==================== design 1
File: src/rtl/tmds_word_serializer_pkg.sv
// Shared constants, bit-counter sizing helper and FSM state type for the TMDS word serializer.
// Import with: import tmds_ser_pkg::*;
package tmds_ser_pkg;

  // The four TMDS control-period words, indexed by {C1,C0}
  localparam logic [9:0] TMDS_CTRL_00 = 10'b1101010100;
  localparam logic [9:0] TMDS_CTRL_01 = 10'b0010101011;
  localparam logic [9:0] TMDS_CTRL_10 = 10'b0101010100;
  localparam logic [9:0] TMDS_CTRL_11 = 10'b1010101011;

  // The fixed 10:1 command serializer idled on the C1=C0=0 control word
  localparam logic [9:0] CMD_IDLE_WORD = TMDS_CTRL_00;

  localparam int MAX_WIDTH    = 16;
  localparam int MAX_CHANNELS = 8;

  function automatic int cnt_width(input int width);
    return (width < 2) ? 1 : $clog2(width);
  endfunction

  typedef enum logic {
    ST_IDLE,
    ST_STREAM
  } state_t;

endpackage

File: src/rtl/tmds_word_serializer_if.sv
// Word-load handshake and serial-output bundle of the TMDS word serializer.
// master = upstream encoder / observer side, slave = serializer side.
interface tmds_word_serializer_if #(
  parameter int CHANNELS = 3,
  parameter int WIDTH    = 10
);
  logic [CHANNELS*WIDTH-1:0] in_data;
  logic                      in_valid;
  logic                      in_ready;
  logic [CHANNELS-1:0]       ser_out;
  logic                      word_start;
  logic                      underflow;

  modport master (
    output in_data, in_valid,
    input  in_ready, ser_out, word_start, underflow
  );

  modport slave (
    input  in_data, in_valid,
    output in_ready, ser_out, word_start, underflow
  );
endinterface

File: src/rtl/tmds_ser_lane.sv
// One lane: WIDTH-bit load/shift register, output bit taken straight from a flop.
// Loads i_word when i_load is high, otherwise shifts one position toward the output bit.
module tmds_ser_lane #(
  parameter int               WIDTH      = 10,
  parameter bit               LSB_FIRST  = 1'b1,
  parameter logic [WIDTH-1:0] RESET_WORD = '0
) (
  input  logic             clk_px,
  input  logic             reset_n,
  input  logic             i_load,
  input  logic [WIDTH-1:0] i_word,
  output logic             o_bit
);

  logic [WIDTH-1:0] r_sreg;

  always_ff @(posedge clk_px) begin
    if (!reset_n) begin
      r_sreg <= RESET_WORD;
    end else if (i_load) begin
      r_sreg <= i_word;
    end else if (LSB_FIRST) begin
      r_sreg <= {1'b0, r_sreg[WIDTH-1:1]};
    end else begin
      r_sreg <= {r_sreg[WIDTH-2:0], 1'b0};
    end
  end

  assign o_bit = LSB_FIRST ? r_sreg[0] : r_sreg[WIDTH-1];

endmodule

File: src/rtl/tmds_word_serializer.sv
// CHANNELS x WIDTH-bit word serializer with one-entry holding register; words reach ser_out at the boundary after acceptance.
// in_ready drops while hold is full except at a word boundary; optional underflow counter under TMDS_SER_UNDERFLOW_CNT_EN.
module tmds_word_serializer
  import tmds_ser_pkg::*;
#(
  parameter int               CHANNELS  = 3,
  parameter int               WIDTH     = 10,
  parameter bit               LSB_FIRST = 1'b1,
  parameter logic [WIDTH-1:0] IDLE_WORD = WIDTH'(TMDS_CTRL_00)
) (
  input  logic                  clk_px,
  input  logic                  reset_n,
  tmds_word_serializer_if.slave bus
`ifdef TMDS_SER_UNDERFLOW_CNT_EN
  ,
  output logic [15:0]           underflow_cnt
`endif
);

  localparam int             CW   = cnt_width(WIDTH);
  localparam logic [CW-1:0]  LAST = CW'(WIDTH - 1);

  logic [CW-1:0]             r_bit_cnt;
  logic [CHANNELS*WIDTH-1:0] r_hold;
  logic                      r_hold_full;
  logic                      r_word_start;
  logic                      r_underflow;
  logic                      r_rst_n_q;
  state_t                    r_state;

  state_t                    w_state_nxt;
  logic                      w_boundary;
  logic                      w_in_ready;
  logic                      w_xfer;
  logic                      w_load_hold;
  logic                      w_underflow_nxt;
  logic [CHANNELS-1:0]       w_ser_out;

  assign w_boundary = (r_bit_cnt == LAST);
  assign w_in_ready = r_rst_n_q && (!r_hold_full || w_boundary);
  assign w_xfer     = bus.in_valid && w_in_ready;

  // Unreset on purpose: keeps in_ready low for the first cycle after reset release
  always_ff @(posedge clk_px) begin
    r_rst_n_q <= reset_n;
  end

  always_ff @(posedge clk_px) begin
    if (!reset_n) begin
      r_state <= ST_IDLE;
    end else begin
      r_state <= w_state_nxt;
    end
  end

  always_comb begin
    w_state_nxt     = r_state;
    w_load_hold     = 1'b0;
    w_underflow_nxt = 1'b0;
    if (w_boundary) begin
      if (r_hold_full) begin
        w_load_hold = 1'b1;
        w_state_nxt = ST_STREAM;
      end else if (r_state == ST_STREAM) begin
        w_underflow_nxt = 1'b1;
      end
    end
  end

  // A same-cycle transfer refills hold after its old word drains, so hold_full stays set
  always_ff @(posedge clk_px) begin
    if (!reset_n) begin
      r_bit_cnt    <= '0;
      r_hold       <= '0;
      r_hold_full  <= 1'b0;
      r_word_start <= 1'b0;
      r_underflow  <= 1'b0;
    end else begin
      r_bit_cnt    <= w_boundary ? '0 : r_bit_cnt + CW'(1);
      r_word_start <= w_boundary;
      r_underflow  <= w_underflow_nxt;
      if (w_xfer) begin
        r_hold      <= bus.in_data;
        r_hold_full <= 1'b1;
      end else if (w_load_hold) begin
        r_hold_full <= 1'b0;
      end
    end
  end

  for (genvar c = 0; c < CHANNELS; c++) begin : g_lane
    tmds_ser_lane #(
      .WIDTH      (WIDTH),
      .LSB_FIRST  (LSB_FIRST),
      .RESET_WORD (IDLE_WORD)
    ) u_lane (
      .clk_px (clk_px),
      .reset_n(reset_n),
      .i_load (w_boundary),
      .i_word (w_load_hold ? r_hold[c*WIDTH +: WIDTH] : IDLE_WORD),
      .o_bit  (w_ser_out[c])
    );
  end

  assign bus.ser_out    = w_ser_out;
  assign bus.in_ready   = w_in_ready;
  assign bus.word_start = r_word_start;
  assign bus.underflow  = r_underflow;

`ifdef TMDS_SER_UNDERFLOW_CNT_EN
  logic [15:0] r_underflow_cnt;

  always_ff @(posedge clk_px) begin
    if (!reset_n) begin
      r_underflow_cnt <= '0;
    end else if (w_underflow_nxt && (r_underflow_cnt != 16'hFFFF)) begin
      r_underflow_cnt <= r_underflow_cnt + 16'd1;
    end
  end

  assign underflow_cnt = r_underflow_cnt;
`endif

endmodule

File: src/flat_wrapper.sv
// flat-port wrapper written by rule: the top's interface ports become plain ports
module tmds_word_serializer_flat import tmds_ser_pkg::*;
#(
  parameter int               CHANNELS  = 3,
  parameter int               WIDTH     = 10,
  parameter bit               LSB_FIRST = 1'b1,
  parameter logic [WIDTH-1:0] IDLE_WORD = WIDTH'(TMDS_CTRL_00)
)
  (clk_px, reset_n, bus_in_data, bus_in_valid, bus_in_ready, bus_ser_out, bus_word_start, bus_underflow);
  tmds_word_serializer_if #(.CHANNELS(CHANNELS), .WIDTH(WIDTH)) bus_i ();
  input  logic clk_px;
  input  logic reset_n;
  input wire logic [$bits(bus_i.in_data)-1:0] bus_in_data;
  input wire logic [$bits(bus_i.in_valid)-1:0] bus_in_valid;
  output wire logic [$bits(bus_i.in_ready)-1:0] bus_in_ready;
  output wire logic [$bits(bus_i.ser_out)-1:0] bus_ser_out;
  output wire logic [$bits(bus_i.word_start)-1:0] bus_word_start;
  output wire logic [$bits(bus_i.underflow)-1:0] bus_underflow;
  assign bus_i.in_data = bus_in_data;
  assign bus_i.in_valid = bus_in_valid;
  assign bus_in_ready = bus_i.in_ready;
  assign bus_ser_out = bus_i.ser_out;
  assign bus_word_start = bus_i.word_start;
  assign bus_underflow = bus_i.underflow;
  tmds_word_serializer #(.CHANNELS(CHANNELS), .WIDTH(WIDTH), .LSB_FIRST(LSB_FIRST), .IDLE_WORD(IDLE_WORD)) u_core (.clk_px(clk_px), .reset_n(reset_n), .bus(bus_i));
endmodule
File: config.mk
export PLATFORM = sky130hd
export DESIGN_NAME = tmds_word_serializer_flat
export DESIGN_NICKNAME = d
export VERILOG_FILES = /design/src/rtl/tmds_word_serializer_pkg.sv /design/src/rtl/tmds_word_serializer_if.sv /design/src/rtl/tmds_ser_lane.sv /design/src/rtl/tmds_word_serializer.sv /design/src/flat_wrapper.sv
export SDC_FILE = /design/constraint.sdc
export NUM_CORES = 1
export LEC_CHECK = 0
export CORE_ASPECT_RATIO = 0.5
export CORE_MARGIN = 2
export CORE_UTILIZATION = 46
export DETAILED_ROUTE_END_ITERATION = 8
export MAX_ROUTING_LAYER = met4
export PLACE_DENSITY = 0.81
export REMOVE_ABC_BUFFERS = 1
export SLEW_MARGIN = 10
export SYNTH_ARGS = -nofsm -noshare
export SYNTH_HDL_FRONTEND = slang
export SYNTH_SLANG_ARGS = --single-unit
File: constraint.sdc
create_clock -name clk_px -period 1.4 [get_ports clk_px]
set_input_delay 0.28 -clock clk_px [delete_from_list [all_inputs] [get_ports clk_px]]
set_output_delay 0.28 -clock clk_px [all_outputs]
set_load 0.05 [all_outputs]
==================== design 2
===== config.mk =====
export PLATFORM = sky130hd
export DESIGN_NAME = id_ex_pipe_stage_flat
export DESIGN_NICKNAME = d
export VERILOG_FILES = /design/src/rtl/id_ex_pkg.sv /design/src/rtl/id_ex_pipe_stage_if.sv /design/src/rtl/id_ex_skid_buf.sv /design/src/rtl/id_ex_pipe_stage.sv /design/src/flat_wrapper.sv
export SDC_FILE = /design/constraint.sdc
export NUM_CORES = 1
export LEC_CHECK = 0
export CAP_MARGIN = 15
export CORE_MARGIN = 5
export CORE_UTILIZATION = 43
export DETAILED_ROUTE_END_ITERATION = 10
export GPL_ROUTABILITY_DRIVEN = 0
export HOLD_SLACK_MARGIN = 0.12
export PLACE_DENSITY = 0.79
export SYNTH_ARGS = -nofsm -noshare
export SYNTH_HDL_FRONTEND = slang
export SYNTH_SLANG_ARGS = --single-unit

===== constraint.sdc =====
create_clock -name Clk -period 2.1 [get_ports Clk]
set_input_delay 0.315 -clock Clk [delete_from_list [all_inputs] [get_ports Clk]]
set_output_delay 0.315 -clock Clk [all_outputs]
set_load 0.01 [all_outputs]

===== src/rtl/id_ex_pkg.sv =====
// Shared widths, payload type and NOP constant for the ID->EX pipeline register.
package id_ex_pkg;

    localparam int unsigned ID_EX_DATA_W   = 8;
    localparam int unsigned ID_EX_RD_W     = 3;
    localparam int unsigned ID_EX_ALU_OP_W = 1;
    localparam int unsigned ID_EX_CNT_W    = 16;

    typedef struct packed {
        logic                      reg_write;
        logic [ID_EX_ALU_OP_W-1:0] alu_op;
        logic [ID_EX_DATA_W-1:0]   data1;
        logic [ID_EX_DATA_W-1:0]   data2;
        logic [ID_EX_RD_W-1:0]     rd;
    } id_ex_payload_t;

    // A bubble: control fields cleared so EX performs no architectural update.
    localparam id_ex_payload_t ID_EX_NOP = '{
        reg_write: 1'b0,
        alu_op:    '0,
        data1:     '0,
        data2:     '0,
        rd:        '0
    };

endpackage


===== src/rtl/id_ex_pipe_stage_if.sv =====
// ID->EX handshake and payload bundle; master = ID/EX environment, slave = pipeline stage.
interface id_ex_pipe_stage_if
    import id_ex_pkg::*;
#(
    parameter int unsigned DATA_W   = ID_EX_DATA_W,
    parameter int unsigned RD_W     = ID_EX_RD_W,
    parameter int unsigned ALU_OP_W = ID_EX_ALU_OP_W
);
    logic                in_valid;
    logic                in_ready;
    logic                Reg_Write;
    logic [ALU_OP_W-1:0] ALU_OP;
    logic [DATA_W-1:0]   Data1;
    logic [DATA_W-1:0]   Data2;
    logic [RD_W-1:0]     RD;
    logic                out_valid;
    logic                out_ready;
    logic                ID_EX_Reg_Write;
    logic [ALU_OP_W-1:0] ID_EX_ALU_OP;
    logic [DATA_W-1:0]   ID_EX_Data1;
    logic [DATA_W-1:0]   ID_EX_Data2;
    logic [RD_W-1:0]     ID_EX_RD;

    modport master (
        output in_valid, Reg_Write, ALU_OP, Data1, Data2, RD, out_ready,
        input  in_ready, out_valid, ID_EX_Reg_Write, ID_EX_ALU_OP,
               ID_EX_Data1, ID_EX_Data2, ID_EX_RD
    );

    modport slave (
        input  in_valid, Reg_Write, ALU_OP, Data1, Data2, RD, out_ready,
        output in_ready, out_valid, ID_EX_Reg_Write, ID_EX_ALU_OP,
               ID_EX_Data1, ID_EX_Data2, ID_EX_RD
    );

endinterface


===== src/rtl/id_ex_skid_buf.sv =====
// Single-entry skid register: captures one payload while the main stage is stalled.
module id_ex_skid_buf
    import id_ex_pkg::*;
#(
    parameter type payload_t = id_ex_payload_t
) (
    input  logic     Clk,
    input  logic     Reset,
    input  logic     flush,
    input  logic     load_i,
    input  logic     pop_i,
    input  payload_t data_i,
    output logic     valid_o,
    output payload_t data_o
);

    logic     valid_q, valid_d;
    payload_t data_q, data_d;

    always_ff @(posedge Clk or negedge Reset) begin
        if (!Reset) begin
            valid_q <= 1'b0;
            data_q  <= '0;
        end else begin
            valid_q <= valid_d;
            data_q  <= data_d;
        end
    end

    // Flush wins; load and pop never coincide because in_ready is low while full.
    always_comb begin
        valid_d = valid_q;
        data_d  = data_q;
        if (flush) begin
            valid_d = 1'b0;
        end else if (load_i) begin
            valid_d = 1'b1;
            data_d  = data_i;
        end else if (pop_i) begin
            valid_d = 1'b0;
        end
    end

    assign valid_o = valid_q;
    assign data_o  = data_q;

endmodule


===== src/rtl/id_ex_pipe_stage.sv =====
// Elastic ID->EX pipeline register with stall, flush, NOP bubbles and a saturating bubble counter.
// Define ID_EX_SKID_EN to add a one-entry skid buffer and a registered in_ready.
module id_ex_pipe_stage
    import id_ex_pkg::*;
#(
    parameter int unsigned DATA_W   = ID_EX_DATA_W,
    parameter int unsigned RD_W     = ID_EX_RD_W,
    parameter int unsigned ALU_OP_W = ID_EX_ALU_OP_W,
    parameter int unsigned CNT_W    = ID_EX_CNT_W
) (
    input  logic              Clk,
    input  logic              Reset,
    input  logic              flush,
    id_ex_pipe_stage_if.slave bus,
    output logic [CNT_W-1:0]  bubble_cnt
);

    typedef struct packed {
        logic                reg_write;
        logic [ALU_OP_W-1:0] alu_op;
        logic [DATA_W-1:0]   data1;
        logic [DATA_W-1:0]   data2;
        logic [RD_W-1:0]     rd;
    } payload_t;

    localparam logic [CNT_W-1:0] CNT_MAX = '1;

    payload_t         in_pl, fill_pl;
    payload_t         main_q, main_d;
    logic             valid_q, valid_d;
    logic [CNT_W-1:0] cnt_q, cnt_d;
    logic             accept, main_free, fill_valid;

    assign in_pl = '{
        reg_write: bus.Reg_Write,
        alu_op:    bus.ALU_OP,
        data1:     bus.Data1,
        data2:     bus.Data2,
        rd:        bus.RD
    };

    // Main slot can take new contents when empty or being drained this cycle.
    assign main_free = !valid_q || bus.out_ready;

`ifdef ID_EX_SKID_EN
    logic     skid_valid;
    payload_t skid_pl;

    assign bus.in_ready = !skid_valid && !flush;
    assign accept       = bus.in_valid && bus.in_ready;
    // Skid entry is older than any concurrent input, so it refills main first.
    assign fill_valid   = skid_valid || accept;
    assign fill_pl      = skid_valid ? skid_pl : in_pl;

    id_ex_skid_buf #(
        .payload_t (payload_t)
    ) u_skid (
        .Clk     (Clk),
        .Reset   (Reset),
        .flush   (flush),
        .load_i  (accept && !main_free),
        .pop_i   (skid_valid && main_free),
        .data_i  (in_pl),
        .valid_o (skid_valid),
        .data_o  (skid_pl)
    );
`else
    assign bus.in_ready = !flush && main_free;
    assign accept       = bus.in_valid && bus.in_ready;
    assign fill_valid   = accept;
    assign fill_pl      = in_pl;
`endif

    always_ff @(posedge Clk or negedge Reset) begin
        if (!Reset) begin
            valid_q <= 1'b0;
            main_q  <= '0;
            cnt_q   <= '0;
        end else begin
            valid_q <= valid_d;
            main_q  <= main_d;
            cnt_q   <= cnt_d;
        end
    end

    // Flush > refill > stall(hold) > drain to NOP; data fields survive flush and drain.
    always_comb begin
        valid_d = valid_q;
        main_d  = main_q;
        cnt_d   = cnt_q;
        if (flush) begin
            valid_d          = 1'b0;
            main_d.reg_write = 1'b0;
            main_d.alu_op    = '0;
        end else if (main_free) begin
            if (fill_valid) begin
                valid_d = 1'b1;
                main_d  = fill_pl;
            end else begin
                valid_d          = 1'b0;
                main_d.reg_write = 1'b0;
                main_d.alu_op    = '0;
            end
        end
        if (bus.out_ready && !valid_q && (cnt_q != CNT_MAX)) begin
            cnt_d = cnt_q + CNT_W'(1);
        end
    end

    assign bus.out_valid       = valid_q;
    assign bus.ID_EX_Reg_Write = main_q.reg_write;
    assign bus.ID_EX_ALU_OP    = main_q.alu_op;
    assign bus.ID_EX_Data1     = main_q.data1;
    assign bus.ID_EX_Data2     = main_q.data2;
    assign bus.ID_EX_RD        = main_q.rd;
    assign bubble_cnt          = cnt_q;

endmodule


===== src/flat_wrapper.sv =====
// flat-port wrapper written by rule: the top's interface ports become plain ports
module id_ex_pipe_stage_flat import id_ex_pkg::*;
#(
    parameter int unsigned DATA_W   = ID_EX_DATA_W,
    parameter int unsigned RD_W     = ID_EX_RD_W,
    parameter int unsigned ALU_OP_W = ID_EX_ALU_OP_W,
    parameter int unsigned CNT_W    = ID_EX_CNT_W
)
  (Clk, Reset, flush, bubble_cnt, bus_in_valid, bus_Reg_Write, bus_ALU_OP, bus_Data1, bus_Data2, bus_RD, bus_out_ready, bus_in_ready, bus_out_valid, bus_ID_EX_Reg_Write, bus_ID_EX_ALU_OP, bus_ID_EX_Data1, bus_ID_EX_Data2, bus_ID_EX_RD);
  id_ex_pipe_stage_if #(.DATA_W(DATA_W), .RD_W(RD_W), .ALU_OP_W(ALU_OP_W)) bus_i ();
  input  logic Clk;
  input  logic Reset;
  input  logic flush;
  output logic [CNT_W-1:0] bubble_cnt;
  input wire logic [$bits(bus_i.in_valid)-1:0] bus_in_valid;
  input wire logic [$bits(bus_i.Reg_Write)-1:0] bus_Reg_Write;
  input wire logic [$bits(bus_i.ALU_OP)-1:0] bus_ALU_OP;
  input wire logic [$bits(bus_i.Data1)-1:0] bus_Data1;
  input wire logic [$bits(bus_i.Data2)-1:0] bus_Data2;
  input wire logic [$bits(bus_i.RD)-1:0] bus_RD;
  input wire logic [$bits(bus_i.out_ready)-1:0] bus_out_ready;
  output wire logic [$bits(bus_i.in_ready)-1:0] bus_in_ready;
  output wire logic [$bits(bus_i.out_valid)-1:0] bus_out_valid;
  output wire logic [$bits(bus_i.ID_EX_Reg_Write)-1:0] bus_ID_EX_Reg_Write;
  output wire logic [$bits(bus_i.ID_EX_ALU_OP)-1:0] bus_ID_EX_ALU_OP;
  output wire logic [$bits(bus_i.ID_EX_Data1)-1:0] bus_ID_EX_Data1;
  output wire logic [$bits(bus_i.ID_EX_Data2)-1:0] bus_ID_EX_Data2;
  output wire logic [$bits(bus_i.ID_EX_RD)-1:0] bus_ID_EX_RD;
  assign bus_i.in_valid = bus_in_valid;
  assign bus_i.Reg_Write = bus_Reg_Write;
  assign bus_i.ALU_OP = bus_ALU_OP;
  assign bus_i.Data1 = bus_Data1;
  assign bus_i.Data2 = bus_Data2;
  assign bus_i.RD = bus_RD;
  assign bus_i.out_ready = bus_out_ready;
  assign bus_in_ready = bus_i.in_ready;
  assign bus_out_valid = bus_i.out_valid;
  assign bus_ID_EX_Reg_Write = bus_i.ID_EX_Reg_Write;
  assign bus_ID_EX_ALU_OP = bus_i.ID_EX_ALU_OP;
  assign bus_ID_EX_Data1 = bus_i.ID_EX_Data1;
  assign bus_ID_EX_Data2 = bus_i.ID_EX_Data2;
  assign bus_ID_EX_RD = bus_i.ID_EX_RD;
  id_ex_pipe_stage #(.DATA_W(DATA_W), .RD_W(RD_W), .ALU_OP_W(ALU_OP_W), .CNT_W(CNT_W)) u_core (.Clk(Clk), .Reset(Reset), .flush(flush), .bus(bus_i), .bubble_cnt(bubble_cnt));
endmodule

==================== design 3
## src/rtl/counter_pkg.sv

```systemverilog
// Shared encodings for the counter_dx up/down counter: limit modes and run state.
package counter_pkg;

  typedef enum logic [1:0] {
    MODE_WRAP    = 2'd0,
    MODE_SAT     = 2'd1,
    MODE_ONESHOT = 2'd2,
    MODE_RSVD    = 2'd3
  } mode_e;

  typedef enum logic {
    ST_RUN  = 1'b0,
    ST_HALT = 1'b1
  } state_e;

endpackage

```

## src/rtl/counter_dx_next.sv

```systemverilog
// Combinational next-value and limit-event datapath for counter_dx.
module counter_dx_next
  import counter_pkg::*;
#(
  parameter int WIDTH  = 36,
  parameter int STEP_W = 9
) (
  input  logic [WIDTH-1:0]  cnt,
  input  logic [STEP_W-1:0] step,
  input  logic              updown,
  input  logic [1:0]        mode,
  input  logic [WIDTH-1:0]  min_count,
  input  logic [WIDTH-1:0]  max_count,
  output logic [WIDTH-1:0]  next_cnt,
  output logic              limit_evt
);

  logic [WIDTH:0] step_ext_s;
  logic [WIDTH:0] cand_up_s;
  logic [WIDTH:0] cand_dn_s;

  // One extra bit keeps the carry (up) and the sign (down) for limit compare
  assign step_ext_s = {{(WIDTH + 1 - STEP_W){1'b0}}, step};
  assign cand_up_s  = {1'b0, cnt} + step_ext_s;
  assign cand_dn_s  = {1'b0, cnt} - step_ext_s;

  // Candidate selection and limit substitution per mode
  always_comb begin
    next_cnt  = cnt;
    limit_evt = 1'b0;
    if (step == {STEP_W{1'b0}}) begin
      next_cnt  = cnt;
      limit_evt = 1'b0;
    end else if (updown) begin
      if (cand_up_s > {1'b0, max_count}) begin
        limit_evt = 1'b1;
        case (mode_e'(mode))
          MODE_SAT, MODE_ONESHOT: next_cnt = max_count;
          default:                next_cnt = min_count;
        endcase
      end else begin
        next_cnt = cand_up_s[WIDTH-1:0];
      end
    end else begin
      if ($signed(cand_dn_s) < $signed({1'b0, min_count})) begin
        limit_evt = 1'b1;
        case (mode_e'(mode))
          MODE_SAT, MODE_ONESHOT: next_cnt = min_count;
          default:                next_cnt = max_count;
        endcase
      end else begin
        next_cnt = cand_dn_s[WIDTH-1:0];
      end
    end
  end

endmodule

```

## src/rtl/counter_dx.sv

```systemverilog
// Up/down counter with WRAP/SAT/ONESHOT limit handling, load and terminal-count pulse.
module counter_dx
  import counter_pkg::*;
#(
  parameter int WIDTH  = 36,
  parameter int STEP_W = 9
) (
  input  logic              clk,
  input  logic              rst,
  input  logic              ena,
  input  logic              updown,
  input  logic [STEP_W-1:0] step,
  input  logic [WIDTH-1:0]  min_count,
  input  logic [WIDTH-1:0]  max_count,
  input  logic [1:0]        mode,
  input  logic              load,
  input  logic [WIDTH-1:0]  load_val,
  output logic [WIDTH-1:0]  cnt,
  output logic              tc,
  output logic              done,
  output logic              cfg_err
);

  state_e           state_r, state_nx_s;
  logic [WIDTH-1:0] cnt_r, cnt_nx_s, next_s;
  logic             tc_r, tc_nx_s;
  logic             done_r, done_nx_s;
  logic             cfg_err_r, cfg_err_nx_s;
  logic             evt_s;

  counter_dx_next #(.WIDTH(WIDTH), .STEP_W(STEP_W)) u_next (
    .cnt       (cnt_r),
    .step      (step),
    .updown    (updown),
    .mode      (mode),
    .min_count (min_count),
    .max_count (max_count),
    .next_cnt  (next_s),
    .limit_evt (evt_s)
  );

  // Next-state and next-output logic: load beats counting, counting needs RUN and sane limits
  always_comb begin
    state_nx_s   = state_r;
    cnt_nx_s     = cnt_r;
    tc_nx_s      = 1'b0;
    done_nx_s    = done_r;
    cfg_err_nx_s = (min_count > max_count);
    if (load) begin
      cnt_nx_s   = load_val;
      done_nx_s  = 1'b0;
      state_nx_s = ST_RUN;
    end else if (ena && (state_r == ST_RUN) && !cfg_err_r) begin
      cnt_nx_s = next_s;
      tc_nx_s  = evt_s;
      if (evt_s && (mode_e'(mode) == MODE_ONESHOT)) begin
        done_nx_s  = 1'b1;
        state_nx_s = ST_HALT;
      end else begin
        state_nx_s = state_r;
      end
    end else begin
      cnt_nx_s = cnt_r;
    end
  end

  // State and output registers; reset reloads from the live min_count
  always_ff @(posedge clk) begin
    if (rst) begin
      state_r   <= ST_RUN;
      cnt_r     <= min_count;
      tc_r      <= 1'b0;
      done_r    <= 1'b0;
      cfg_err_r <= 1'b0;
    end else begin
      state_r   <= state_nx_s;
      cnt_r     <= cnt_nx_s;
      tc_r      <= tc_nx_s;
      done_r    <= done_nx_s;
      cfg_err_r <= cfg_err_nx_s;
    end
  end

  assign cnt     = cnt_r;
  assign tc      = tc_r;
  assign done    = done_r;
  assign cfg_err = cfg_err_r;

endmodule

```

## config.mk

```make
export PLATFORM = sky130hd
export DESIGN_NAME = counter_dx
export DESIGN_NICKNAME = d
export VERILOG_FILES = /design/src/rtl/counter_pkg.sv /design/src/rtl/counter_dx_next.sv /design/src/rtl/counter_dx.sv
export SDC_FILE = /design/constraint.sdc
export NUM_CORES = 1
export LEC_CHECK = 0
export ABC_AREA = 1
export ABC_CLOCK_PERIOD_IN_PS = 6700
export CORE_AREA = 4 4 131 258
export CTS_CLUSTER_DIAMETER = 120
export DETAILED_ROUTE_END_ITERATION = 16
export DIE_AREA = 0 0 135 262
export GPL_TIMING_DRIVEN = 0
export SYNTH_ARGS = -nofsm -noshare
export SYNTH_HDL_FRONTEND = slang
export SYNTH_SLANG_ARGS = --single-unit
```

## constraint.sdc

```tcl
create_clock -name clk -period 6.7 [get_ports clk]
set_input_delay 1.34 -clock clk [delete_from_list [all_inputs] [get_ports clk]]
set_output_delay 1.34 -clock clk [all_outputs]
set_load 0.01 [all_outputs]
```

==================== design 4
File: config.mk
export PLATFORM = sky130hd
export DESIGN_NAME = mem_stage_ctrl
export DESIGN_NICKNAME = d
export VERILOG_FILES = /design/src/rtl/mem_stage_ctrl.sv
export SDC_FILE = /design/constraint.sdc
export NUM_CORES = 1
export LEC_CHECK = 0
export ABC_AREA = 1
export CAP_MARGIN = 20
export CORE_ASPECT_RATIO = 0.7
export CORE_MARGIN = 8
export CORE_UTILIZATION = 30
export DETAILED_ROUTE_END_ITERATION = 8
export SLEW_MARGIN = 20
export SYNTH_ARGS = -nofsm -noshare
export SYNTH_HDL_FRONTEND = slang
export SYNTH_SLANG_ARGS = --single-unit
export TNS_END_PERCENT = 5
File: constraint.sdc
create_clock -name clk -period 3.2 [get_ports clk]
set_input_delay 0.32 -clock clk [delete_from_list [all_inputs] [get_ports clk]]
set_output_delay 0.32 -clock clk [all_outputs]
set_load 0.01 [all_outputs]
File: src/rtl/mem_stage_ctrl.sv
// ---------------------------------------------------------------------------
// mem_stage_ctrl
//
// Registered memory-access pipeline stage sitting between EX and WB.
// Memory ops are issued on a request/acknowledge bus (MREQ/MACK) that may
// insert any number of wait states. Upstream is stalled while an access is
// in flight. The stage steers store data onto byte lanes and aligns and
// extends load data. It then presents a single-cycle registered result
// to WB. Non-memory results pass through with one cycle of latency.
//
// Accesses are truncated to natural alignment. An access that waits TIMEOUT
// cycles beyond its first request cycle without MACK is aborted with wb_err.
//
// Optional feature (macro MEM_MISALIGN_TRAP_EN):
//   When defined, a misaligned memory op is never issued. Instead it
//   produces an error result whose wb_data carries the faulting address.
//
// Parameters:
//   DATA_W   data bus width (32 or 64)
//   ADDR_W   byte address width
//   TIMEOUT  extra wait cycles allowed for MACK before abort (>= 1)
//
// Ports:
//   clk, rst_n           clock, asynchronous active-low reset
//   in_*                 EX result / memory op (held by upstream on stall_o)
//   stall_o              upstream must hold in_*
//   MREQ, WRITE, SIZE    memory request, store flag, registered size
//   BE, DAD, DDT_O       byte enables, lane-aligned address, steered data
//   DDT_I, MACK          load data, one-cycle acknowledge
//   wb_valid, wb_data,   WB result pulse, data, destination,
//   wb_rd, wb_regwrite,  write enable and abort flag
//   wb_err
// ---------------------------------------------------------------------------
module mem_stage_ctrl #(
    parameter int DATA_W  = 32,
    parameter int ADDR_W  = 32,
    parameter int TIMEOUT = 15
) (
    input  logic                clk,
    input  logic                rst_n,
    input  logic                in_valid,
    input  logic                in_mreq,
    input  logic                in_write,
    input  logic [1:0]          in_size,
    input  logic                in_unsigned,
    input  logic [ADDR_W-1:0]   in_addr,
    input  logic [DATA_W-1:0]   in_wdata,
    input  logic [DATA_W-1:0]   in_bypass,
    input  logic [4:0]          in_rd,
    input  logic                in_regwrite,
    output logic                stall_o,
    output logic                MREQ,
    output logic                WRITE,
    output logic [1:0]          SIZE,
    output logic [DATA_W/8-1:0] BE,
    output logic [ADDR_W-1:0]   DAD,
    output logic [DATA_W-1:0]   DDT_O,
    input  logic [DATA_W-1:0]   DDT_I,
    input  logic                MACK,
    output logic                wb_valid,
    output logic [DATA_W-1:0]   wb_data,
    output logic [4:0]          wb_rd,
    output logic                wb_regwrite,
    output logic                wb_err
);

    localparam int LB = $clog2(DATA_W/8);
    localparam int NB = DATA_W/8;
    localparam int CW = $clog2(TIMEOUT+1);
    localparam int IW = $clog2(DATA_W);

    typedef enum logic {IDLE, ACCESS} state_t;

    state_t          state, state_next;
    logic [CW-1:0]   count;

    // Context of the access in flight, needed when the load data returns.
    logic [LB-1:0]   acc_off;
    logic [1:0]      acc_size;
    logic            acc_unsigned;
    logic [4:0]      acc_rd;
    logic            acc_regwrite;

    logic [1:0]      req_size;
    logic [LB-1:0]   req_off;
    logic [NB-1:0]   req_be;
    logic            trap;

    logic [DATA_W-1:0] load_shifted;
    logic [DATA_W-1:0] load_mask;
    logic [6:0]        load_bits;
    logic              load_sign;
    logic [DATA_W-1:0] load_data;

    // Request decode. A dword request on a 32-bit bus behaves as a word.
    // The lane offset drops the address bits below the access size, which
    // truncates misaligned accesses to natural alignment.
    always_comb begin
        req_size = in_size;
        if (DATA_W == 32 && in_size == 2'b11) begin
            req_size = 2'b10;
        end
        req_off = in_addr[LB-1:0] & ~LB'((1 << req_size) - 1);
        req_be  = NB'(((1 << (1 << req_size)) - 1) << req_off);
    end

`ifdef MEM_MISALIGN_TRAP_EN
    assign trap = in_mreq && |(in_addr[LB-1:0] & LB'((1 << req_size) - 1));
`else
    assign trap = 1'b0;
`endif

    // Load alignment: bring the addressed lane down to bit 0, then keep
    // only the accessed bits and fill the rest with zero or the sign bit.
    // For a full-width access the mask is all ones so data passes as is.
    always_comb begin
        load_shifted = DDT_I >> {acc_off, 3'b000};
        load_bits    = 7'd8 << acc_size;
        load_mask    = ~({DATA_W{1'b1}} << load_bits);
        load_sign    = load_shifted[IW'(load_bits - 7'd1)];
        if (!acc_unsigned && load_sign) begin
            load_data = load_shifted | ~load_mask;
        end else begin
            load_data = load_shifted & load_mask;
        end
    end

    // State register.
    always_ff @(posedge clk or negedge rst_n) begin
        if (!rst_n) begin
            state <= IDLE;
        end else begin
            state <= state_next;
        end
    end

    // Next state: an issued memory op moves to ACCESS, which ends on MACK or
    // once the wait counter has reached TIMEOUT. MACK takes priority.
    always_comb begin
        state_next = state;
        case (state)
            IDLE:    if (in_valid && in_mreq && !trap) state_next = ACCESS;
            ACCESS:  if (MACK || count == CW'(TIMEOUT)) state_next = IDLE;
            default: state_next = IDLE;
        endcase
    end

    assign stall_o = (state == ACCESS);

    // Datapath: memory bus registers, access context, wait counter and the
    // WB result. Result flags pulse for one cycle; wb_data/wb_rd hold.
    always_ff @(posedge clk or negedge rst_n) begin
        if (!rst_n) begin
            MREQ         <= 1'b0;
            WRITE        <= 1'b0;
            SIZE         <= 2'b00;
            BE           <= '0;
            DAD          <= '0;
            DDT_O        <= '0;
            count        <= '0;
            acc_off      <= '0;
            acc_size     <= 2'b00;
            acc_unsigned <= 1'b0;
            acc_rd       <= 5'd0;
            acc_regwrite <= 1'b0;
            wb_valid     <= 1'b0;
            wb_data      <= '0;
            wb_rd        <= 5'd0;
            wb_regwrite  <= 1'b0;
            wb_err       <= 1'b0;
        end else begin
            wb_valid    <= 1'b0;
            wb_regwrite <= 1'b0;
            wb_err      <= 1'b0;
            case (state)
                IDLE: begin
                    if (in_valid) begin
                        if (!in_mreq) begin
                            wb_valid    <= 1'b1;
                            wb_data     <= in_bypass;
                            wb_rd       <= in_rd;
                            wb_regwrite <= in_regwrite;
                        end else if (trap) begin
                            wb_valid    <= 1'b1;
                            wb_err      <= 1'b1;
                            wb_data     <= DATA_W'(in_addr);
                            wb_rd       <= in_rd;
                        end else begin
                            MREQ         <= 1'b1;
                            WRITE        <= in_write;
                            SIZE         <= in_size;
                            BE           <= req_be;
                            DAD          <= {in_addr[ADDR_W-1:LB], LB'(0)};
                            DDT_O        <= in_wdata << {req_off, 3'b000};
                            count        <= '0;
                            acc_off      <= req_off;
                            acc_size     <= req_size;
                            acc_unsigned <= in_unsigned;
                            acc_rd       <= in_rd;
                            acc_regwrite <= in_regwrite;
                        end
                    end
                end
                ACCESS: begin
                    if (MACK) begin
                        MREQ     <= 1'b0;
                        wb_valid <= 1'b1;
                        wb_rd    <= acc_rd;
                        if (!WRITE) begin
                            wb_data     <= load_data;
                            wb_regwrite <= acc_regwrite;
                        end
                    end else if (count == CW'(TIMEOUT)) begin
                        MREQ     <= 1'b0;
                        wb_valid <= 1'b1;
                        wb_err   <= 1'b1;
                        wb_rd    <= acc_rd;
                    end else begin
                        count <= count + 1'b1;
                    end
                end
                default: ;
            endcase
        end
    end

endmodule


==> layout pictures side by side <==
Register map, names as in the netlist.
picture 1
Bar = 20 um.
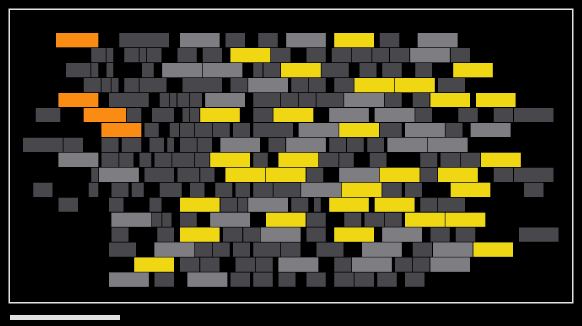
picture 2
Bar = 50 um.
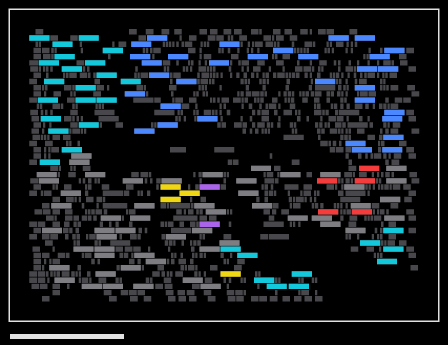
picture 3
Bar = 20 um.
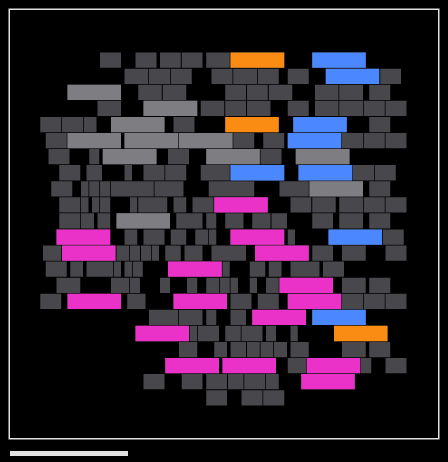
- fewest cells: picture 3
- fewest sequential cells: picture 3
- design 1 = picture 1
- design 4 = picture 2
- design 2 = picture 3

Key to picture 2:
legend:
  DAD:
    color: cyan
    placed_flops: 30
    where: spread over the die
  acc_rd:
    color: red
    placed_flops: 5
    where: middle right
  wb_data:
    color: blue
    placed_flops: 32
  BE:
    color: yellow
    placed_flops: 4
    where: center
  acc_off:
    color: purple
    placed_flops: 2

Figure 1. Wiring by layer (design 1).
Two of the layers only.
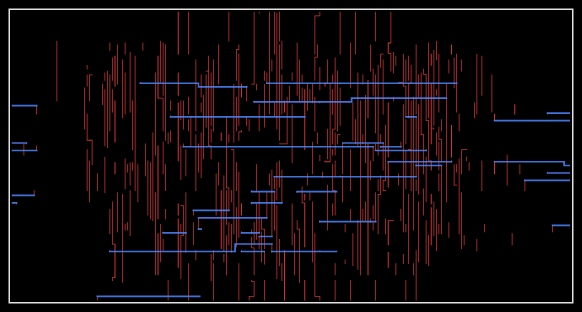
legend:
  M3:
    color: blue
    wire_length: 397 um
  M2:
    color: red
    wire_length: 2250 um

==> Flow_metrics.wiki, design 1 <==
== Flow metrics ==
{| class="wikitable"
! Metric !! Value
|-
| Worst Path Buf+Inv || 2
|-
| Class of the tightest hold or removal check || in -> reg
|-
| Result of the run || finished with violations
|-
| Category of the worst setup path launch point || flop
|-
| RePlAce Congestion || approximately 0.77
|-
| Routing usage on met1 || 0.216
|-
| CTS clk-pin slew, worst paths || 0.06 ns
|-
| Floorplan row count || 17
|-
| Post-synthesis instance area || about 2200 um2
|-
| Failing checks || negative setup slack
|-
| Total power per unit cell area || 1290 nW/um2
|-
| Most repeated cell in the gate-level netlist after synthesis || dfxtp_1
|-
| Async SR Flop Fraction || 0
|-
| Number of global-route vias before repair || ~1600
|-
| Post-synthesis cell count from yosys || between 150 and 200
|-
| Number of top-level pins || 39
|-
| GRT Residual Overflow || 0
|-
| WHS Path Cells || 1
|-
| Smallest setup slack after layout || -0.192 ns
|-
| H-tree depth reported by CTS || 3
|-
| Number of antenna violations at the first check in global routing || 0
|-
| Count of warning messages emitted by the tools || 28
|-
| Count of non-filler cells in the finished layout || 298
|-
| Worst Reg2Reg Path Length in Cells || 8
|-
| Wire length on met2 || roughly 2200 um
|-
| Register share of total power || 0.550
|-
| Endpoint with the worst hold slack || u_core.r_rst_n_q
|-
| Setup-failing EPs final || 36
|-
| Most common logic cells in the final layout || 67 x dfxtp_1, 31 x a22o_1, 31 x clkdlybuf4s50_1, 14 x a22o_2, 14 x buf_4
|-
| Reg area || about 1400 um2
|-
| Flip-flop cell with the highest count after synthesis || dfxtp_1
|-
| X dimension of the die || 102 um
|-
| Crit path required time || roughly 1.1 ns
|-
| Master cell of the clock root buffer || clkbuf_8
|-
| Largest delay contributor family on the critical path || flip-flops
|-
| Drt drc || 0
|-
| Minimum setup slack among reg-to-reg paths || -0.12 ns
|-
| Final cell utilization of the core || 0.666
|-
| Gate Count Post-Synth || 175
|-
| Number of buffers between clock root and the deepest sink || 2
|-
| Nets@finish || about 260
|}
design 1: final cells by class:
class,count,share of cell area
Clock buffer,11,0.0471
Inverter,1,0.00125
Multi-Input combinational cell,91,0.258
Tap cell,66,0.0275
Timing Repair Buffer,56,0.198
Clock inverter,4,0.00833
Sequential cell,69,0.461
design 1: cell families (layout without fill, tap and decap cells):
logic type	count (synthesis)	after routing	synth area share
DFF	69	69	0.623
AOI/OAI and AO/OA	63	63	0.249
buffers and inverters	16	72	0.0491
xor gates and xnor gates	2	2	0.00790
adders and majority gates	2	2	0.0113
and+or+nand+nor	23	24	0.0593
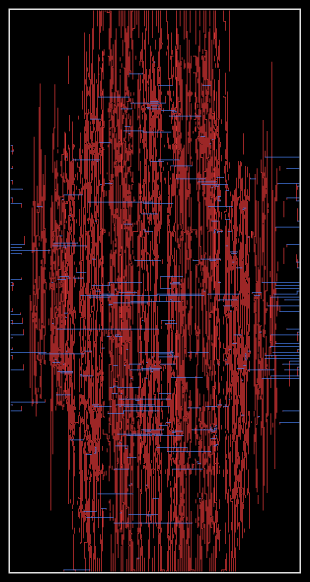
Figure 2: design 3, wiring by layer.
Two of the layers only.
legend:
  M3:
    color: blue
    wire_length: 1710 um
  M2:
    color: red
    wire_length: 25.4 mm

==> Flow_metrics.wiki, design 3 <==
== Flow metrics ==
{| class="wikitable"
! Metric !! Value
|-
| Result of the run || completed
|-
| Critical Path AT || 6.56 ns
|-
| Total sequential power || 348 uW
|-
| Number of top-level pins || 163
|-
| Global-route total usage across every layer || 0.252
|-
| Relative area change from synthesis to final layout || 25.0%
|-
| Worst setup path endpoint || cnt[20]
|-
| Worst-case hold slack || 0.475 ns
|-
| Signal buffers || 240
|-
| Number of warning messages in the yosys log || 0
|-
| Leakage dissipation || 5.75 nW
|-
| Nets@finish || 1998
|-
| Worst Skew || 0.00979 ns
|-
| Post-placement cell count || between 2000 and 2500
|-
| GR met2 Demand/Resource || 0.509
|-
| Final cell area excluding filler cells || 11800 um2
|-
| Slew Limit Fails || 0
|-
| Signal buf overhead || 0.176
|-
| Grt met3 use || 0.0264
|-
| Main power group || combinational logic
|-
| Final setup TNS || 0 ns
|-
| Cell type with the largest total area || ha_1
|-
| Unrepaired setup endpoints after global routing || no
|-
| Register share after synthesis || 0.121
|-
| Flip-flop count of the largest register after layout || 36
|-
| Register fraction of the total cell area || 0.0970
|-
| Routed Wire Length || between 40000 and 50000 um
|-
| CP Max Fanout || 10
|-
| Number of antenna violations at the first check in global routing || 1
|-
| TritonCTS Buffers || 5
|}
## design 3: worst register-to-register path, delay by kind of cell (launching register included)
family          cells  cell delay, ns
xor+xnor            1            0.28
buf+inv             4            0.40
simple gates       24            2.80
compound gates      2            0.31
fa+ha+maj           3            0.80
flops               1            0.44
## design 3: metal layers
layer,routed length [um],vias to the layer above
met5,0,-
met4,3190,0
met3,1710,141
met2,25400,394
met1,15100,5083
li1,-,5453
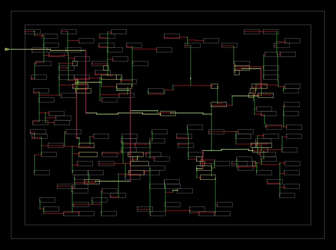
Figure 3: design 4, clock nets.
total clock sinks: 126
TritonCTS Buffers: 17
flop count: 126
clock buffer count: 18
Worst Skew: 0.0127 ns

==> Flow_metrics.wiki, design 4 <==
== Flow metrics ==
{| class="wikitable"
! Metric !! Value
|-
| Most common library cell in the layout ignoring fill and taps || nand2_1
|-
| Endpoint with the worst hold slack || DAD[22]
|-
| Most repeated cell in the gate-level netlist after synthesis || nand2_1
|-
| Adder share || 0.00203
|-
| Wire length of the first global-routing pass || 35300 um
|-
| Regs by FF count || DDT_O: 32 flops, wb_data: 32 flops, DAD: 30 flops
|-
| Gate Count Post-Synth || slightly above 800
|-
| Result of the run || completed
|-
| Period minus WS final || 2.43 ns
|-
| Number of endpoints with negative hold slack in the final report || 0
|-
| Slowest cell on the critical path || nand3_4
|-
| Class of the tightest hold or removal check || in -> reg
|-
| Routed Wire Length || 22800 um
|-
| Half-perimeter wire length after placement || about 17000 um
|-
| DR WL met3 || 2400 um
|-
| Nets@finish || ~1200
|-
| Total power per unit cell area || about 640 nW/um2
|-
| Number of different library cells in the post-synthesis netlist || 31
|-
| Vias/cell || 4.70
|-
| Number of vias in the routed layout || ~6300
|-
| Clk power || roughly 2.0 mW
|-
| Number of enable flip-flop cells || 0
|-
| Floorplan-stage core utilization || 0.302
|-
| Crit Reg-Reg Startpoint || stall_o
|-
| Number of global-route vias before repair || 6178
|-
| Main power group || sequential cells
|-
| Non-clock inverter count in the final layout || 36
|-
| Register share of total power || 0.359
|-
| Fraction of final layout cells with drive strength greater than 1 || 0.0519
|-
| Antenna Nets Post-Route || 0
|-
| WHS Path Cells || 3
|-
| Drt drc || 0
|-
| TritonCTS clock tree || yes
|-
| Number of warning messages in the yosys log || 0
|-
| Crit path required time || about 3.5 ns
|-
| Worst vdd rail ir drop || 0.000286 V
|-
| Number of fill cells in the layout || 2049
|-
| Final worst-path cycle share || 0.758
|-
| WL per Instance || 17.1 um
|-
| Worst min-delay path startpoint || in_addr[22]
|-
| Area share of the largest cell type after synthesis || 0.511
|-
| Comb area share || 0.278
|-
| Floorplan row count || 44
|-
| Tapcells || 276
|-
| Flip-flop cell with the highest count after synthesis || dfrtp_1
|-
| NetSw || 2.00 mW
|-
| Insertion delay at the late pin of the worst-skew pair || 0.43 ns
|-
| GR met2 Demand/Resource || 0.253
|-
| Worst setup path class || reg -> reg
|-
| Leakage dissipation || between 4 and 5 nW
|-
| Largest stage delay on the critical path || 0.42 ns
|-
| Post-synthesis area per instance || 7.59 um2
|}
## design 4: timing repair
action / in CTS / in global routing
setup buffers: 0 / 0
hold endpoints to repair: 57 / 0
endpoints found under the setup margin: 0 / 0
hold buffers: 1 / 0
## design 4: per-stage QoR
step	cell area, um2	utilization	total power [mW]	instances	hold slack (ns)
final	9500	0.464	6.12	1336	0.423
after global routing	9500	0.464	6.48	1336	0.427
after CTS	9500	0.464	6.20	1336	0.405
after detailed placement	8900	0.435	4.20	1303	0.336
after global placement	8900	0.435	4.19	1303	0.335
after floorplan	6180	-	3.06	814	0.0244
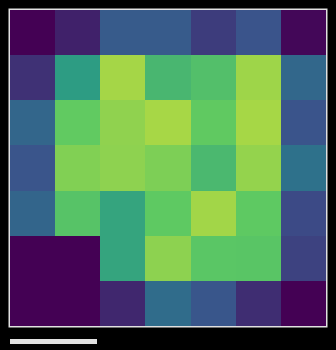
Figure 4: design 2, cell density map.
Bar = 20 um. 7 x 7 tiles, from dark purple (low) to yellow (high), 0 to 100% covered.
mean over tiles: 46%
emptiest ninth of the die: lower left
densest ninth of the die: center
tiles over 75% full: 29%
nearly empty tiles: 14%
fullest tile: 86%

==> Flow_metrics.wiki, design 2 <==
== Flow metrics ==
{| class="wikitable"
! Metric !! Value
|-
| Internal Power || about 1.5 mW
|-
| Largest delay contributor family on the critical path || buffers and inverters
|-
| Async SR Flop Fraction || 1.00
|-
| Highest routed layer || met4
|-
| Vias/cell || 5.09
|-
| Half-perimeter wire length after placement || 2970 um
|-
| DR WL met3 || 301 um
|-
| Antenna diode count || 0
|-
| Cell breakdown of the critical path || clkdlybuf4s50_1 -> nor2b_1 -> nor2_1 -> clkdlybuf4s50_1
|-
| Final setup TNS || 0 ns
|-
| Chip area in the Yosys report || 1680 um2
|-
| Largest stage delay on the critical path || about 0.56 ns
|-
| GRT Residual Overflow || 0
|-
| Post-CTS Setup Repair Bufs || 0
|-
| Synth Area in Compound Gates || 0.0642
|-
| Pin count of the biggest net entering global routing || 39
|-
| TritonCTS clock tree || yes
|-
| Result of the run || completed
|-
| Tally of buffers added on design ports || 64
|-
| Worst setup path class || in -> out
|-
| Wire length on met2 || 1910 um
|-
| Unrepaired setup endpoints after global routing || no
|-
| Core outline area || 3720 um2
|-
| Clock power frac || 0.234
|-
| Total nets after synthesis || 157
|-
| TritonCTS Buffers || 5
|-
| Cell type with the largest total area || dfrtp_1
|-
| Area share of the largest cell type after synthesis || 0.568
|-
| Signal buffers || slightly below 70
|-
| Sum of routed wire segments on met1 || 1520 um
|-
| Placed Instance Area || 2390 um2
|-
| Crit path required time || 1.78 ns
|-
| Most used routing layer || met2
|-
| Comb area share || 0.281
|-
| Number of warning messages in the yosys log || 0
|-
| Routing usage on met1 || 0.169
|-
| Clock network area share || 0.0368
|-
| Global-route total usage across every layer || 0.147
|-
| Class of the tightest hold or removal check || in -> async
|-
| Most common library cell in the layout ignoring fill and taps || clkdlybuf4s50_1
|-
| Total power per unit cell area || approximately 860 nW/um2
|-
| Number of enable flip-flop cells || 0
|-
| Number of vias in the routed layout || around 1300
|-
| Critical Path Stages || 4
|-
| Antenna Nets Post-Route || 0
|-
| Insertion delay at the late pin of the worst-skew pair || 0.28 ns
|-
| Crit. Startpoint || bus_out_ready
|}
[design 2: power by group through the flow]
stage | clock network (mW) | registers (mW) | logic (mW)
final | 0.499 | 1.01 | 0.618
after global routing | 0.542 | 1.03 | 0.666
after CTS | 0.511 | 1.01 | 0.630
after detailed placement | 0 | 1.03 | 0.625
after global placement | 0 | 1.01 | 0.613
after floorplan | 0 | 1.07 | 0.182


==> screenshots <==
Clock nets.
Plate I
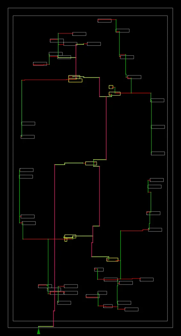
Plate II
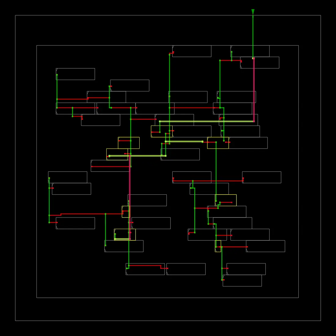
Plate III
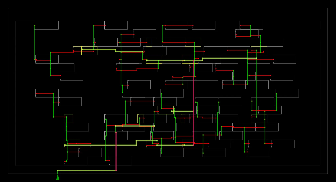
The one with the most sequential cells is Plate III.
The one with the most clock buffers is Plate III.
design 2 -> Plate II
design 1 -> Plate III
design 3 -> Plate I

Power and IR drop assume default switching activity.
